# block 1

Block 1, routing congestion map:
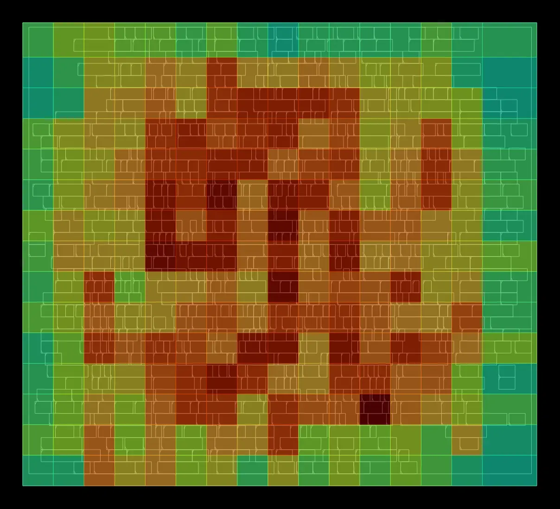

[src/rtl/tattr_dma_ctrl.sv]
// tattr_dma_ctrl: bus-mastering copy engine that fills the video unit's
// tile-attribute RAM from system memory.
//
// Ports:
//   clk, rst_n                     clock, async active-low reset
//   reg_addr/reg_wdata/reg_wenable CPU register window (0 SRC, 1 DST, 2 LEN, 3 CTRL/STATUS)
//   reg_rdata                      combinational read of the selected register
//   vblank                         vertical blanking from the video unit
//   mem_req/mem_addr               memory read request and byte address
//   mem_rdata/mem_ready            memory read data and completion
//   tattr_addr/wdata/wenable       tattr RAM write port
//   busy                           high whenever the engine is not idle
//   irq                            completion pulse (only with TATTR_DMA_IRQ_EN)
//
// Optional feature macro: TATTR_DMA_IRQ_EN adds the irq output and CTRL/STATUS bit3 irq_en.
module tattr_dma_ctrl #(
  parameter int unsigned SRC_WIDTH = 32,
  parameter int unsigned DST_WIDTH = 9,
  parameter int unsigned LEN_WIDTH = 10
) (
  input  logic                 clk,
  input  logic                 rst_n,
  input  logic [1:0]           reg_addr,
  input  logic [31:0]          reg_wdata,
  input  logic                 reg_wenable,
  output logic [31:0]          reg_rdata,
  input  logic                 vblank,
  output logic                 mem_req,
  output logic [SRC_WIDTH-1:0] mem_addr,
  input  logic [7:0]           mem_rdata,
  input  logic                 mem_ready,
  output logic [DST_WIDTH-1:0] tattr_addr,
  output logic [7:0]           tattr_wdata,
  output logic                 tattr_wenable,
  output logic                 busy
`ifdef TATTR_DMA_IRQ_EN
  ,
  output logic                 irq
`endif
);

  localparam logic [1:0] REG_SRC  = 2'd0;
  localparam logic [1:0] REG_DST  = 2'd1;
  localparam logic [1:0] REG_LEN  = 2'd2;
  localparam logic [1:0] REG_CTRL = 2'd3;

  typedef enum logic [2:0] {
    S_IDLE,
    S_WAIT_VBL,
    S_READ,
    S_WRITE,
    S_DONE
  } state_t;

  state_t               state;
  logic [SRC_WIDTH-1:0] src;
  logic [DST_WIDTH-1:0] dst;
  logic [LEN_WIDTH-1:0] len;
  logic                 wait_vbl;
  logic                 done;
  logic                 abort_pend;
  logic                 irq_en_bit;

  logic ctrl_wr;
  logic start_req;
  logic abort_req;

  // Decode of CTRL writes
  assign ctrl_wr   = reg_wenable && (reg_addr == REG_CTRL);
  assign start_req = ctrl_wr && reg_wdata[0];
  assign abort_req = ctrl_wr && reg_wdata[2];

`ifdef TATTR_DMA_IRQ_EN
  logic irq_en;
  assign irq_en_bit = irq_en;
`else
  assign irq_en_bit = 1'b0;
`endif

  // Register read mux; counters are returned live
  always_comb begin
    reg_rdata = '0;
    case (reg_addr)
      REG_SRC:  reg_rdata = 32'(src);
      REG_DST:  reg_rdata = 32'(dst);
      REG_LEN:  reg_rdata = 32'(len);
      default:  reg_rdata = {28'd0, irq_en_bit, wait_vbl, done, busy};
    endcase
  end

  // Register window, transfer counters and sequencing FSM
  always_ff @(posedge clk or negedge rst_n) begin
    if (!rst_n) begin
      state         <= S_IDLE;
      busy          <= 1'b0;
      src           <= '0;
      dst           <= '0;
      len           <= '0;
      wait_vbl      <= 1'b0;
      done          <= 1'b0;
      abort_pend    <= 1'b0;
      mem_req       <= 1'b0;
      mem_addr      <= '0;
      tattr_addr    <= '0;
      tattr_wdata   <= '0;
      tattr_wenable <= 1'b0;
`ifdef TATTR_DMA_IRQ_EN
      irq_en        <= 1'b0;
      irq           <= 1'b0;
`endif
    end else begin
      tattr_wenable <= 1'b0;
`ifdef TATTR_DMA_IRQ_EN
      irq           <= 1'b0;
`endif

      // Address/length registers are frozen while a transfer owns them
      if (reg_wenable && !busy) begin
        case (reg_addr)
          REG_SRC: src <= SRC_WIDTH'(reg_wdata);
          REG_DST: dst <= DST_WIDTH'(reg_wdata);
          REG_LEN: len <= LEN_WIDTH'(reg_wdata);
          default: ;
        endcase
      end

      if (ctrl_wr) begin
        wait_vbl <= reg_wdata[1];
        done     <= 1'b0;
`ifdef TATTR_DMA_IRQ_EN
        irq_en   <= reg_wdata[3];
`endif
      end

      case (state)
        S_IDLE: begin
          // Abort in the same write as start wins
          if (start_req && !abort_req) begin
            busy <= 1'b1;
            if (len == '0) begin
              state <= S_DONE;
            end else if (reg_wdata[1]) begin
              state <= S_WAIT_VBL;
            end else begin
              state    <= S_READ;
              mem_req  <= 1'b1;
              mem_addr <= src;
            end
          end
        end

        S_WAIT_VBL: begin
          if (abort_req) begin
            state <= S_IDLE;
            busy  <= 1'b0;
          end else if (vblank) begin
            state    <= S_READ;
            mem_req  <= 1'b1;
            mem_addr <= src;
          end
        end

        S_READ: begin
          // An abort here must still let the outstanding read complete
          if (mem_ready) begin
            mem_req <= 1'b0;
            if (abort_req || abort_pend) begin
              state      <= S_IDLE;
              busy       <= 1'b0;
              abort_pend <= 1'b0;
            end else begin
              tattr_wdata   <= mem_rdata;
              tattr_addr    <= dst;
              tattr_wenable <= 1'b1;
              state         <= S_WRITE;
            end
          end else if (abort_req) begin
            abort_pend <= 1'b1;
          end
        end

        S_WRITE: begin
          src <= src + SRC_WIDTH'(1);
          dst <= dst + DST_WIDTH'(1);
          len <= len - LEN_WIDTH'(1);
          if (abort_req) begin
            state <= S_IDLE;
            busy  <= 1'b0;
          end else if (len == LEN_WIDTH'(1)) begin
            state <= S_DONE;
          end else if (wait_vbl && !vblank) begin
            state <= S_WAIT_VBL;
          end else begin
            state    <= S_READ;
            mem_req  <= 1'b1;
            mem_addr <= src + SRC_WIDTH'(1);
          end
        end

        S_DONE: begin
          done  <= 1'b1;
          state <= S_IDLE;
          busy  <= 1'b0;
`ifdef TATTR_DMA_IRQ_EN
          irq   <= irq_en;
`endif
        end

        default: begin
          state   <= S_IDLE;
          busy    <= 1'b0;
          mem_req <= 1'b0;
        end
      endcase
    end
  end

endmodule
[config.mk]
export PLATFORM = sky130hd
export DESIGN_NAME = tattr_dma_ctrl
export DESIGN_NICKNAME = d
export VERILOG_FILES = /design/src/rtl/tattr_dma_ctrl.sv
export SDC_FILE = /design/constraint.sdc
export NUM_CORES = 1
export LEC_CHECK = 0
export CORE_ASPECT_RATIO = 0.9
export CORE_UTILIZATION = 56
export DETAILED_ROUTE_END_ITERATION = 8
export GPL_ROUTABILITY_DRIVEN = 0
export GPL_TIMING_DRIVEN = 0
export PLACE_DENSITY = 0.88
export SLEW_MARGIN = 20
export SYNTH_ARGS = -nofsm -noshare
export SYNTH_HDL_FRONTEND = slang
export SYNTH_SLANG_ARGS = --single-unit
[constraint.sdc]
create_clock -name clk -period 3.4 [get_ports clk]
set_input_delay 0.51 -clock clk [delete_from_list [all_inputs] [get_ports clk]]
set_output_delay 0.51 -clock clk [all_outputs]
set_load 0.01 [all_outputs]
# block 2

--- config.mk ---
export PLATFORM = sky130hd
export DESIGN_NAME = uart_rx_drain_ctrl_flat
export DESIGN_NICKNAME = d
export VERILOG_FILES = /design/src/rtl/uart_rx_drain_ctrl_if.sv /design/src/rtl/uart_rx_drain_ctrl.sv /design/src/flat_wrapper.sv
export SDC_FILE = /design/constraint.sdc
export NUM_CORES = 1
export LEC_CHECK = 0
export CAP_MARGIN = 10
export CORE_ASPECT_RATIO = 1.2
export CORE_MARGIN = 10
export CORE_UTILIZATION = 40
export CTS_CLUSTER_DIAMETER = 100
export DETAILED_ROUTE_END_ITERATION = 12
export PLACE_DENSITY = 0.85
export SYNTH_ARGS = -nofsm -noshare
export SYNTH_HDL_FRONTEND = slang
export SYNTH_SLANG_ARGS = --single-unit
--- constraint.sdc ---
create_clock -name clk -period 2.4 [get_ports clk]
set_clock_uncertainty 0.1 [all_clocks]
set_input_delay 0.24 -clock clk [delete_from_list [all_inputs] [get_ports clk]]
set_output_delay 0.24 -clock clk [all_outputs]
set_load 0.01 [all_outputs]
--- src/rtl/uart_rx_drain_ctrl_if.sv ---
// FIFO-side and host-side handshake bundle for uart_rx_drain_ctrl.
// master = FIFO/host environment, slave = the drain controller.
interface uart_rx_drain_ctrl_if #(
  parameter int DATA_WIDTH = 8
);
  // FIFO side
  logic                  push_hs;
  logic                  fifo_valid;
  logic                  fifo_ready;
  logic [DATA_WIDTH-1:0] fifo_data;
  // host side
  logic                  host_req;
  logic                  host_ack;
  logic [DATA_WIDTH-1:0] host_data;
  logic                  host_underrun;

  modport master (
    output push_hs, fifo_valid, fifo_data, host_req,
    input  fifo_ready, host_ack, host_data, host_underrun
  );

  modport slave (
    input  push_hs, fifo_valid, fifo_data, host_req,
    output fifo_ready, host_ack, host_data, host_underrun
  );
endinterface

--- src/rtl/uart_rx_drain_ctrl.sv ---
// UART RX drain sequencer: host read -> FIFO pop -> captured byte + ack, occupancy tracking, irq.
// Optional character timeout compiled in with `define UART_RX_TIMEOUT_EN.
module uart_rx_drain_ctrl #(
  parameter int DATA_WIDTH = 8,
  parameter int DEPTH      = 4,
  parameter int LVL_WIDTH  = 3,
  parameter int TO_WIDTH   = 8
) (
  input  logic                 clk,
  input  logic                 rstn,
  uart_rx_drain_ctrl_if.slave  bus,
  input  logic [LVL_WIDTH-1:0] cfg_thresh,
  input  logic [TO_WIDTH-1:0]  cfg_timeout,
  output logic [LVL_WIDTH-1:0] level,
  output logic                 irq
);

  localparam logic [1:0] IDLE = 2'd0;
  localparam logic [1:0] POP  = 2'd1;
  localparam logic [1:0] CAP  = 2'd2;
  localparam logic [1:0] ACK  = 2'd3;

  localparam logic [LVL_WIDTH-1:0] DEPTH_L = LVL_WIDTH'(DEPTH);

  logic [1:0]            state_reg;
  logic [1:0]            state_next;
  logic                  underrun_reg;
  logic [DATA_WIDTH-1:0] host_data_reg;
  logic [LVL_WIDTH-1:0]  level_reg;
  logic [LVL_WIDTH-1:0]  level_next;
  logic                  irq_reg;
  logic                  to_flag;
  logic                  pop;
  logic                  thresh_hit;

  // ---------------- transaction FSM ----------------
  always_comb begin
    state_next = state_reg;
    case (state_reg)
      IDLE: begin
        if (bus.host_req) begin
          state_next = bus.fifo_valid ? POP : ACK;
        end
      end
      POP:     state_next = CAP;
      CAP:     state_next = ACK;
      ACK:     state_next = IDLE;
      default: state_next = IDLE;
    endcase
  end

  always_ff @(posedge clk or negedge rstn) begin
    if (!rstn) begin
      state_reg     <= IDLE;
      underrun_reg  <= 1'b0;
      host_data_reg <= '0;
    end else begin
      state_reg <= state_next;
      // The empty/non-empty decision is latched when the request is accepted.
      if (state_reg == IDLE && bus.host_req) begin
        underrun_reg <= ~bus.fifo_valid;
      end
      if (state_reg == CAP) begin
        host_data_reg <= bus.fifo_data;
      end
    end
  end

  assign bus.fifo_ready    = (state_reg == POP);
  assign bus.host_ack      = (state_reg == ACK);
  assign bus.host_underrun = (state_reg == ACK) & underrun_reg;
  assign bus.host_data     = host_data_reg;

  // ---------------- occupancy ----------------
  assign pop = bus.fifo_ready & bus.fifo_valid;

  always_comb begin
    level_next = level_reg;
    if (bus.push_hs && !pop && level_reg != DEPTH_L) begin
      level_next = level_reg + 1'b1;
    end else if (pop && !bus.push_hs && level_reg != '0) begin
      level_next = level_reg - 1'b1;
    end
  end

  always_ff @(posedge clk or negedge rstn) begin
    if (!rstn) begin
      level_reg <= '0;
    end else begin
      level_reg <= level_next;
    end
  end

  assign level = level_reg;

  // ---------------- character timeout ----------------
`ifdef UART_RX_TIMEOUT_EN
  logic [TO_WIDTH-1:0] to_cnt_reg;
  logic [TO_WIDTH-1:0] to_cnt_next;
  logic                to_flag_reg;
  logic                to_flag_next;
  logic                to_clear;

  assign to_clear = bus.push_hs | pop | (level_reg == '0);

  always_comb begin
    to_cnt_next = to_cnt_reg + 1'b1;
    if (to_clear) begin
      to_cnt_next = '0;
    end else if (to_cnt_reg >= cfg_timeout) begin
      // Clamp also covers cfg_timeout being lowered below the running count.
      to_cnt_next = cfg_timeout;
    end
  end

  always_comb begin
    to_flag_next = to_flag_reg;
    if (bus.push_hs || pop) begin
      to_flag_next = 1'b0;
    end else if (cfg_timeout != '0 && level_reg != '0 && to_cnt_next == cfg_timeout) begin
      to_flag_next = 1'b1;
    end
  end

  always_ff @(posedge clk or negedge rstn) begin
    if (!rstn) begin
      to_cnt_reg  <= '0;
      to_flag_reg <= 1'b0;
    end else begin
      to_cnt_reg  <= to_cnt_next;
      to_flag_reg <= to_flag_next;
    end
  end

  assign to_flag = to_flag_reg;
`else
  logic unused_cfg_timeout;
  assign unused_cfg_timeout = ^cfg_timeout;
  assign to_flag = 1'b0;
`endif

  // ---------------- interrupt ----------------
  assign thresh_hit = (cfg_thresh != '0) && (level_reg >= cfg_thresh);

  always_ff @(posedge clk or negedge rstn) begin
    if (!rstn) begin
      irq_reg <= 1'b0;
    end else begin
      irq_reg <= thresh_hit | to_flag;
    end
  end

  assign irq = irq_reg;

endmodule

--- src/flat_wrapper.sv ---
// flat-port wrapper written by rule: the top's interface ports become plain ports
module uart_rx_drain_ctrl_flat 
#(
  parameter int DATA_WIDTH = 8,
  parameter int DEPTH      = 4,
  parameter int LVL_WIDTH  = 3,
  parameter int TO_WIDTH   = 8
)
  (clk, rstn, cfg_thresh, cfg_timeout, level, irq, bus_push_hs, bus_fifo_valid, bus_fifo_data, bus_host_req, bus_fifo_ready, bus_host_ack, bus_host_data, bus_host_underrun);
  uart_rx_drain_ctrl_if #(.DATA_WIDTH(DATA_WIDTH)) bus_i ();
  input  logic clk;
  input  logic rstn;
  input  logic [LVL_WIDTH-1:0] cfg_thresh;
  input  logic [TO_WIDTH-1:0] cfg_timeout;
  output logic [LVL_WIDTH-1:0] level;
  output logic irq;
  input wire logic [$bits(bus_i.push_hs)-1:0] bus_push_hs;
  input wire logic [$bits(bus_i.fifo_valid)-1:0] bus_fifo_valid;
  input wire logic [$bits(bus_i.fifo_data)-1:0] bus_fifo_data;
  input wire logic [$bits(bus_i.host_req)-1:0] bus_host_req;
  output wire logic [$bits(bus_i.fifo_ready)-1:0] bus_fifo_ready;
  output wire logic [$bits(bus_i.host_ack)-1:0] bus_host_ack;
  output wire logic [$bits(bus_i.host_data)-1:0] bus_host_data;
  output wire logic [$bits(bus_i.host_underrun)-1:0] bus_host_underrun;
  assign bus_i.push_hs = bus_push_hs;
  assign bus_i.fifo_valid = bus_fifo_valid;
  assign bus_i.fifo_data = bus_fifo_data;
  assign bus_i.host_req = bus_host_req;
  assign bus_fifo_ready = bus_i.fifo_ready;
  assign bus_host_ack = bus_i.host_ack;
  assign bus_host_data = bus_i.host_data;
  assign bus_host_underrun = bus_i.host_underrun;
  uart_rx_drain_ctrl #(.DATA_WIDTH(DATA_WIDTH), .DEPTH(DEPTH), .LVL_WIDTH(LVL_WIDTH), .TO_WIDTH(TO_WIDTH)) u_core (.clk(clk), .rstn(rstn), .bus(bus_i), .cfg_thresh(cfg_thresh), .cfg_timeout(cfg_timeout), .level(level), .irq(irq));
endmodule
# block 3

==> config.mk <==
export PLATFORM = sky130hd
export DESIGN_NAME = keypad_scan_debounce_flat
export DESIGN_NICKNAME = d
export VERILOG_FILES = /design/src/rtl/keypad_scan_debounce_if.sv /design/src/rtl/keypad_scan_debounce.sv /design/src/flat_wrapper.sv
export SDC_FILE = /design/constraint.sdc
export NUM_CORES = 1
export LEC_CHECK = 0
export ABC_CLOCK_PERIOD_IN_PS = 2150
export CORE_MARGIN = 5
export CORE_UTILIZATION = 52
export CTS_CLUSTER_SIZE = 10
export DETAILED_ROUTE_END_ITERATION = 8
export PLACE_DENSITY = 0.74
export SYNTH_ARGS = -nofsm -noshare
export SYNTH_HDL_FRONTEND = slang
export SYNTH_SLANG_ARGS = --single-unit
==> constraint.sdc <==
create_clock -name clk_50M -period 2.15 [get_ports clk_50M]
set_input_delay 0.215 -clock clk_50M [delete_from_list [all_inputs] [get_ports clk_50M]]
set_output_delay 0.215 -clock clk_50M [all_outputs]
set_load 0.005 [all_outputs]
==> src/rtl/keypad_scan_debounce_if.sv <==
// Keypad-side and key-event signals of keypad_scan_debounce.
// The master is the scanner; the slave is the keypad plus the key consumer.
interface keypad_scan_debounce_if;
  logic [3:0] key_col;
  logic [3:0] key_row;
  logic [3:0] key_code;
  logic       key_valid;
  logic       key_held;

  modport master (
    input  key_col,
    output key_row,
    output key_code,
    output key_valid,
    output key_held
  );

  modport slave (
    output key_col,
    input  key_row,
    input  key_code,
    input  key_valid,
    input  key_held
  );
endinterface

==> src/rtl/keypad_scan_debounce.sv <==
// 4x4 keypad row scanner with press/release debounce.
// Emits one key_valid strobe and key_code per physical press.
module keypad_scan_debounce #(
  parameter int unsigned SCAN_DIV = 50000,
  parameter int unsigned DEB_CNT  = 20
) (
  input  logic                   clk_50M,
  input  logic                   rst_n,
  keypad_scan_debounce_if.master kif
);

  localparam int unsigned DIV_W = (SCAN_DIV > 1) ? $clog2(SCAN_DIV) : 1;
  localparam int unsigned CNT_W = $clog2(DEB_CNT + 1);

  localparam logic [1:0] SCAN      = 2'd0;
  localparam logic [1:0] DEB_PRESS = 2'd1;
  localparam logic [1:0] PRESSED   = 2'd2;
  localparam logic [1:0] DEB_REL   = 2'd3;

  logic [1:0]       state_q, state_d;
  logic [DIV_W-1:0] div_q, div_d;
  logic [CNT_W-1:0] cnt_q, cnt_d, cnt_inc;
  logic [3:0]       col_m_q, col_s_q;
  logic [3:0]       cand_q, cand_d;
  logic [3:0]       row_q, row_d;
  logic [3:0]       code_q, code_d;
  logic             valid_q, valid_d;
  logic             held_q, held_d;
  logic             tick;
  logic [3:0]       row_rot;

  // Index of the lowest zero bit; used both for the one-hot-zero row and the column set.
  function automatic logic [1:0] low_zero_idx(input logic [3:0] v);
    logic [1:0] idx;
    idx = 2'd0;
    for (int i = 3; i >= 0; i--) begin
      if (!v[i]) idx = 2'(i);
    end
    return idx;
  endfunction

  assign tick    = (div_q == DIV_W'(SCAN_DIV - 1));
  assign row_rot = {row_q[2:0], row_q[3]};

  // State and datapath registers
  always_ff @(posedge clk_50M or negedge rst_n) begin
    if (!rst_n) begin
      state_q <= SCAN;
      div_q   <= '0;
      cnt_q   <= '0;
      col_m_q <= 4'hF;
      col_s_q <= 4'hF;
      cand_q  <= 4'hF;
      row_q   <= 4'b1110;
      code_q  <= 4'h0;
      valid_q <= 1'b0;
      held_q  <= 1'b0;
    end else begin
      state_q <= state_d;
      div_q   <= div_d;
      cnt_q   <= cnt_d;
      col_m_q <= kif.key_col;
      col_s_q <= col_m_q;
      cand_q  <= cand_d;
      row_q   <= row_d;
      code_q  <= code_d;
      valid_q <= valid_d;
      held_q  <= held_d;
    end
  end

  // Next-state logic; every decision is gated by the sample tick
  always_comb begin
    state_d = state_q;
    div_d   = tick ? '0 : div_q + DIV_W'(1);
    cnt_d   = cnt_q;
    cand_d  = cand_q;
    row_d   = row_q;
    code_d  = code_q;
    valid_d = 1'b0;
    held_d  = held_q;
    cnt_inc = (cnt_q == CNT_W'(DEB_CNT)) ? cnt_q : cnt_q + CNT_W'(1);

    if (tick) begin
      case (state_q)
        SCAN: begin
          if (col_s_q == 4'hF) begin
            row_d = row_rot;
          end else begin
            cand_d  = col_s_q;
            cnt_d   = CNT_W'(1);
            state_d = DEB_PRESS;
          end
        end
        DEB_PRESS: begin
          if (col_s_q == cand_q) begin
            cnt_d = cnt_inc;
            if (cnt_inc == CNT_W'(DEB_CNT)) begin
              state_d = PRESSED;
              code_d  = {low_zero_idx(row_q), low_zero_idx(cand_q)};
              valid_d = 1'b1;
              held_d  = 1'b1;
            end
          end else begin
            // Bounce: abandon without rotating so the same row is retried
            cnt_d   = '0;
            state_d = SCAN;
          end
        end
        PRESSED: begin
          if (col_s_q == 4'hF) begin
            cnt_d   = CNT_W'(1);
            state_d = DEB_REL;
          end
        end
        DEB_REL: begin
          if (col_s_q == 4'hF) begin
            cnt_d = cnt_inc;
            if (cnt_inc == CNT_W'(DEB_CNT)) begin
              cnt_d   = '0;
              held_d  = 1'b0;
              row_d   = row_rot;
              state_d = SCAN;
            end
          end else begin
            state_d = PRESSED;
          end
        end
        default: state_d = SCAN;
      endcase
    end
  end

  assign kif.key_row   = row_q;
  assign kif.key_code  = code_q;
  assign kif.key_valid = valid_q;
  assign kif.key_held  = held_q;

endmodule

==> src/flat_wrapper.sv <==
// flat-port wrapper written by rule: the top's interface ports become plain ports
module keypad_scan_debounce_flat 
#(
  parameter int unsigned SCAN_DIV = 50000,
  parameter int unsigned DEB_CNT  = 20
)
  (clk_50M, rst_n, kif_key_col, kif_key_row, kif_key_code, kif_key_valid, kif_key_held);
  keypad_scan_debounce_if kif_i ();
  input  logic clk_50M;
  input  logic rst_n;
  input wire logic [$bits(kif_i.key_col)-1:0] kif_key_col;
  output wire logic [$bits(kif_i.key_row)-1:0] kif_key_row;
  output wire logic [$bits(kif_i.key_code)-1:0] kif_key_code;
  output wire logic [$bits(kif_i.key_valid)-1:0] kif_key_valid;
  output wire logic [$bits(kif_i.key_held)-1:0] kif_key_held;
  assign kif_i.key_col = kif_key_col;
  assign kif_key_row = kif_i.key_row;
  assign kif_key_code = kif_i.key_code;
  assign kif_key_valid = kif_i.key_valid;
  assign kif_key_held = kif_i.key_held;
  keypad_scan_debounce #(.SCAN_DIV(SCAN_DIV), .DEB_CNT(DEB_CNT)) u_core (.clk_50M(clk_50M), .rst_n(rst_n), .kif(kif_i));
endmodule
Block 1, supply network:
Scale: 4 px per µm. Pins as bars on the die edge.
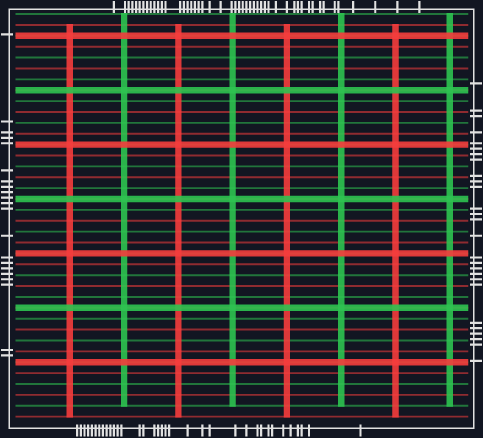
Green marks VDD. Red marks VSS.
7 straps on met5. The core has 37 rows.
Die Span Y: 104.4 µm
maximum ir drop on the vdd rail: 0.5097 mV

About 'routing congestion map' of block 1:
GR Util All Layers: 0.3295
met2 Use GR: 0.5081
grt met3 use: 0.07110

==> run notes, block 1 <==
Synthesis and place-and-route results.

- On the reported timing paths, the clock transition at the registers reads 0.07 ns.
- STA on the placed design reports a worst setup slack of -0.01613 ns.
- The fraction of standard cell area that is sequential is 0.3262.
- According to the finish report, the design has a final net count of about 860.
- The horizontal extent of the die is 115.8 µm.
- Checking hold timing, the worst path is listed with class input port to async pin.
- The cell occurring most often along the worst timing path is clkdlybuf4s50_1.
- The number of global-route vias before repair came to between 5000 and 6000.
- The combinational share of cell area is 0.4163.
- The run finished with clean final reports.
- The top cell type by total area after synthesis is dfrtp_1.
- The power attributed to the clock group is about 1.1 mW.
- Adding up every negative setup slack in the final design gives 0 ns.
- The synth_stat.txt file lists the number of cells as ~660.
- The async set-reset flop share out of synthesis is 1.000.
- Per the detail_route report, routed wire per instance is between 15 and 20 µm.
- After detailed routing, the total wire length is 19160 µm.
[block 1: logic make-up after synthesis]
group                      share of synthesized area
and+or+nand+nor                               0.2260
DFF                                           0.4183
adders and majority gates                   0.009593
muxes                                         0.1266
AOI/OAI and AO/OA                             0.1322
xor gates and xnor gates                     0.03895
buffers and inverters                        0.04835
[block 1: through the flow]
step,hold slack (ns),cell area (µm²)
2_1_floorplan,0.2144,6521
3_3_place_gp,0.4693,8018
3_5_place_dp,0.4596,8046
4_1_cts,0.07434,8359
5_1_grt,0.07796,8362
6_report,0.05791,8362
Block 3, cell area per tile:
Scale: 4 px per µm. 8 x 8 tiles, from white (low) to dark blue (high), 0 to 100% covered.
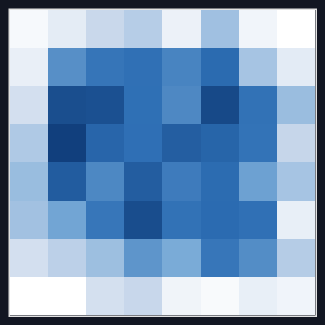
20% of the tiles are over 75% full. 4.7% of the tiles are nearly empty. The densest ninth of the die: center.
area of the core region: 4324 µm²
initial standard-cell utilization of the core: 0.5295

==> run notes, block 3 <==
Synthesis and place-and-route results.

- The flow ran to the end, but the final reports show violations.
- The checks that failed: setup timing.
- The timing report notes that buffer and inverter cells on the critical path total 1.
- Of the total synthesized cell area, the portion taken by AND, OR, NAND and NOR gates is 0.2311.
- The synthesis report names the predominant flop master as dfrtp_1.
- Setup repair after global routing could not meet its margin everywhere.
- The post-placement cell area is approximately 2600 µm².
- Once layout is done, the placed cells without fillers occupy 2820 µm².
- The count of fill cells added during filler insertion is ~350.
- The maximum number of pins on one net before global-route repair is 46.
- Sequential power for this build is 0.866 mW.
- The capture point of the worst path is u_core.kif.key_code[2].
- The met2 layer usage reported by global route is 0.2740.
- The number of setup buffers added after CTS is 0.
- The final critical-path setup slack is -0.005200 ns.
- Per the synth stats, the proportion of register bits with asynchronous set or reset is 1.000.
- The post-synthesis cell type count is 44.
- The share of total power dissipated in sequential elements is 0.549.
- The biggest slice of the total power is consumed by sequential cells.
- The combinational share of power is 0.026.
- The transition time recorded at the tightest slew-check pin is roughly 0.41 ns.
- In this run the tightest slew margin relative to its limit is 0.7250.
- The overall power after layout is about 1.6 mW.
- The STA report counts the stages on the worst setup path as 6.
- The total tool warning count is 28.
- The final timing summary puts the cycle share of the worst path at 1.002.
- The number of max-capacitance violations reported is 0.
- The DRC violation count after routing is 0.
- The net count of the mapped netlist is roughly 230.
- The final max-slew violation count recorded for this run is 0.
- The accumulated negative setup slack is -0.005200 ns.
- The hold-fix buffer count after cts is 1.
- The part of the total power dissipated in the clock network is 0.425.
- Of the post-synthesis cell area, the part taken by muxes is 0.04809.
- Across every metal layer, demand over resource in global routing totals 0.1689.
- The number of setup violations in the final report is 1.
- The number of antenna violations at the first check in global routing is 0.
- The shortest clock period the worst path allows after layout is roughly 2.2 ns.
- The violation tally recorded at the end of detailed-routing iteration 0 is about 120.
- The number of cells after detailed placement is 298.
- For this run, the detailed router reports a per-instance via density of around 6.
- Counting instances in the post-synthesis netlist gives the leading cell types as dfrtp_1, nand2_1, dfstp_2, o21ai_0, nand3_1.
- The met1 demand-to-capacity share in global routing is 0.2176.
- Hold is met by 0.3157 ns.
block 3: layout make-up:
class / instances / share of cell area
clock inverters: 2 / 0.01287
clock buffers: 6 / 0.02928
repair buffers: 39 / 0.1207
well taps: 52 / 0.02307
flip-flops and latches: 45 / 0.4059
multi-input cells: 161 / 0.4028
inverters: 4 / 0.005324
block 3: metal layers:
metal	part of all wire	vias up
met5	0	-
met2	0.47	41
met4	0.020	0
met3	0.038	9
met1	0.47	881
li1	-	874
Block 2, signal wires by layer:
Scale: 8 px per µm. Two of the layers only.
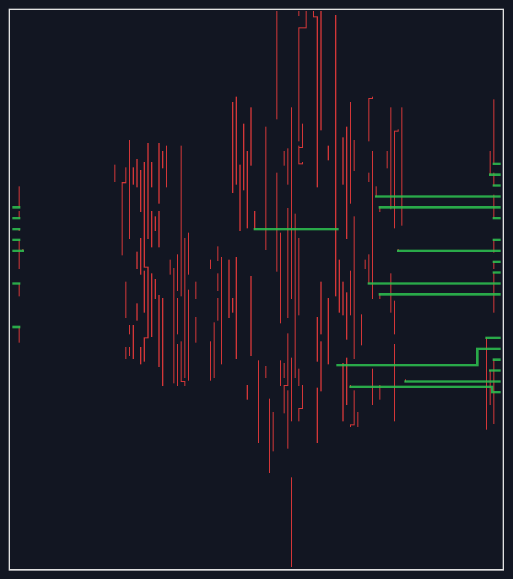
Red marks M2, wire length 960 µm. Green marks M3, wire length 152 µm.
GR Util All Layers: 0.09347
Total Routed Length: 2003 µm
wire length per cell after detailed routing: 15.17 µm
Via Count: 678

==> run notes, block 2 <==
Synthesis and place-and-route results.

- For this run, global-route usage on met2 was measured as 0.1600.
- Looking at the max-slew report, the worst-margin pin has a slew of between 0.6 and 0.7 ns.
- The post-placement cell area is between 1000 and 1500 µm².
- The slowest stage of the critical path belongs to the cell fa_1.
- The maximum vdd drop is 0.7082 mV.
- The non-clock inverter count in the final layout is 7.
- In the setup report, the worst path falls into the class register to register.
- The timing report lists the critical path depth as 8 cells.
- The met3 wirelength from detailed routing is between 150 and 200 µm.
- The run finished with clean final reports.
- The clock passes through at most 2 buffers.
- The post-synthesis sequential area ratio is 0.4525.
- The timing report gives the worst reg2reg path a setup slack of between 0.2 and 0.3 ns.
- The peak fanout along the critical path is 4.
- The flow inserted 20 tap cells.
- The number of setup buffers added after CTS is 0.
- The pre-placement core utilization is 0.4093.
- The min-delay analysis places its worst path in the category input port to async pin.
- In this run the standard cell core region covers between 2000 and 2500 µm².
- The number of antenna repair diodes is 0.
- The fraction of standard cell area that is sequential is 0.3145.
- The number of primary I/O pins is 39.
- The count of clock-net buffers in the final layout is 4.
- The worst-case max-slew headroom was logged as 0.5678.
- The most used flip-flop cell is dfrtp_1.
- The layout sequential cell count is 15.
- The dominant kind of cell is multi-input combinational cells.
## block 2: kinds of logic after synthesis
kind of cell / synth area share
simple gates: 0.1086
compound gates: 0.1192
flops: 0.4525
fa+ha+maj: 0.1448
mux: 0.1207
buf+inv: 0.04375
xor+xnor: 0.01056
## block 2: where the power goes
part	switching, mW	leakage (nW)	total (mW)	internal, mW
logic	0.382	0.330	0.873	0.491
registers	0.106	0.177	0.491	0.385
clock network	0.0755	0.0150	0.140	0.0643


==> layout pictures side by side <==
Clock network drawn from the DEF.
Plate I
Scale: 4 px per µm.
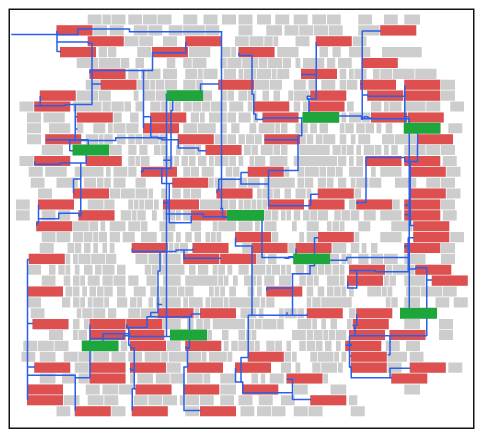
Plate II
Scale: 8 px per µm.
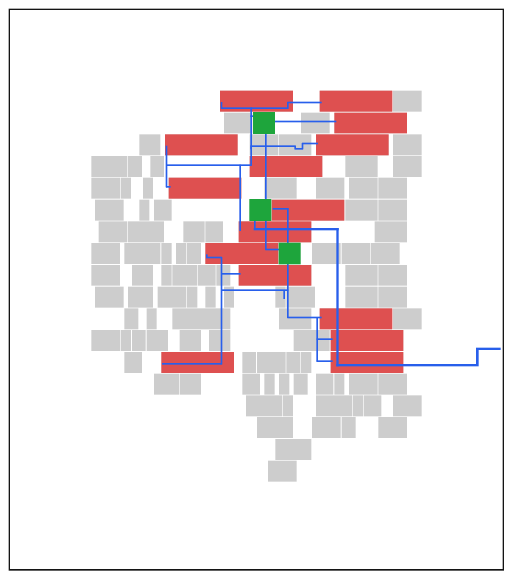
Plate III
Scale: 8 px per µm.
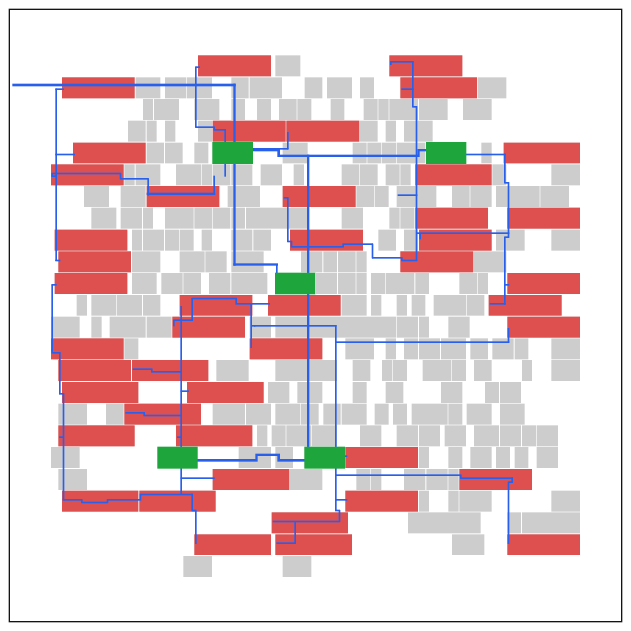
- block 1 = Plate I
- block 2 = Plate II
- block 3 = Plate III

Power and IR drop assume default switching activity.
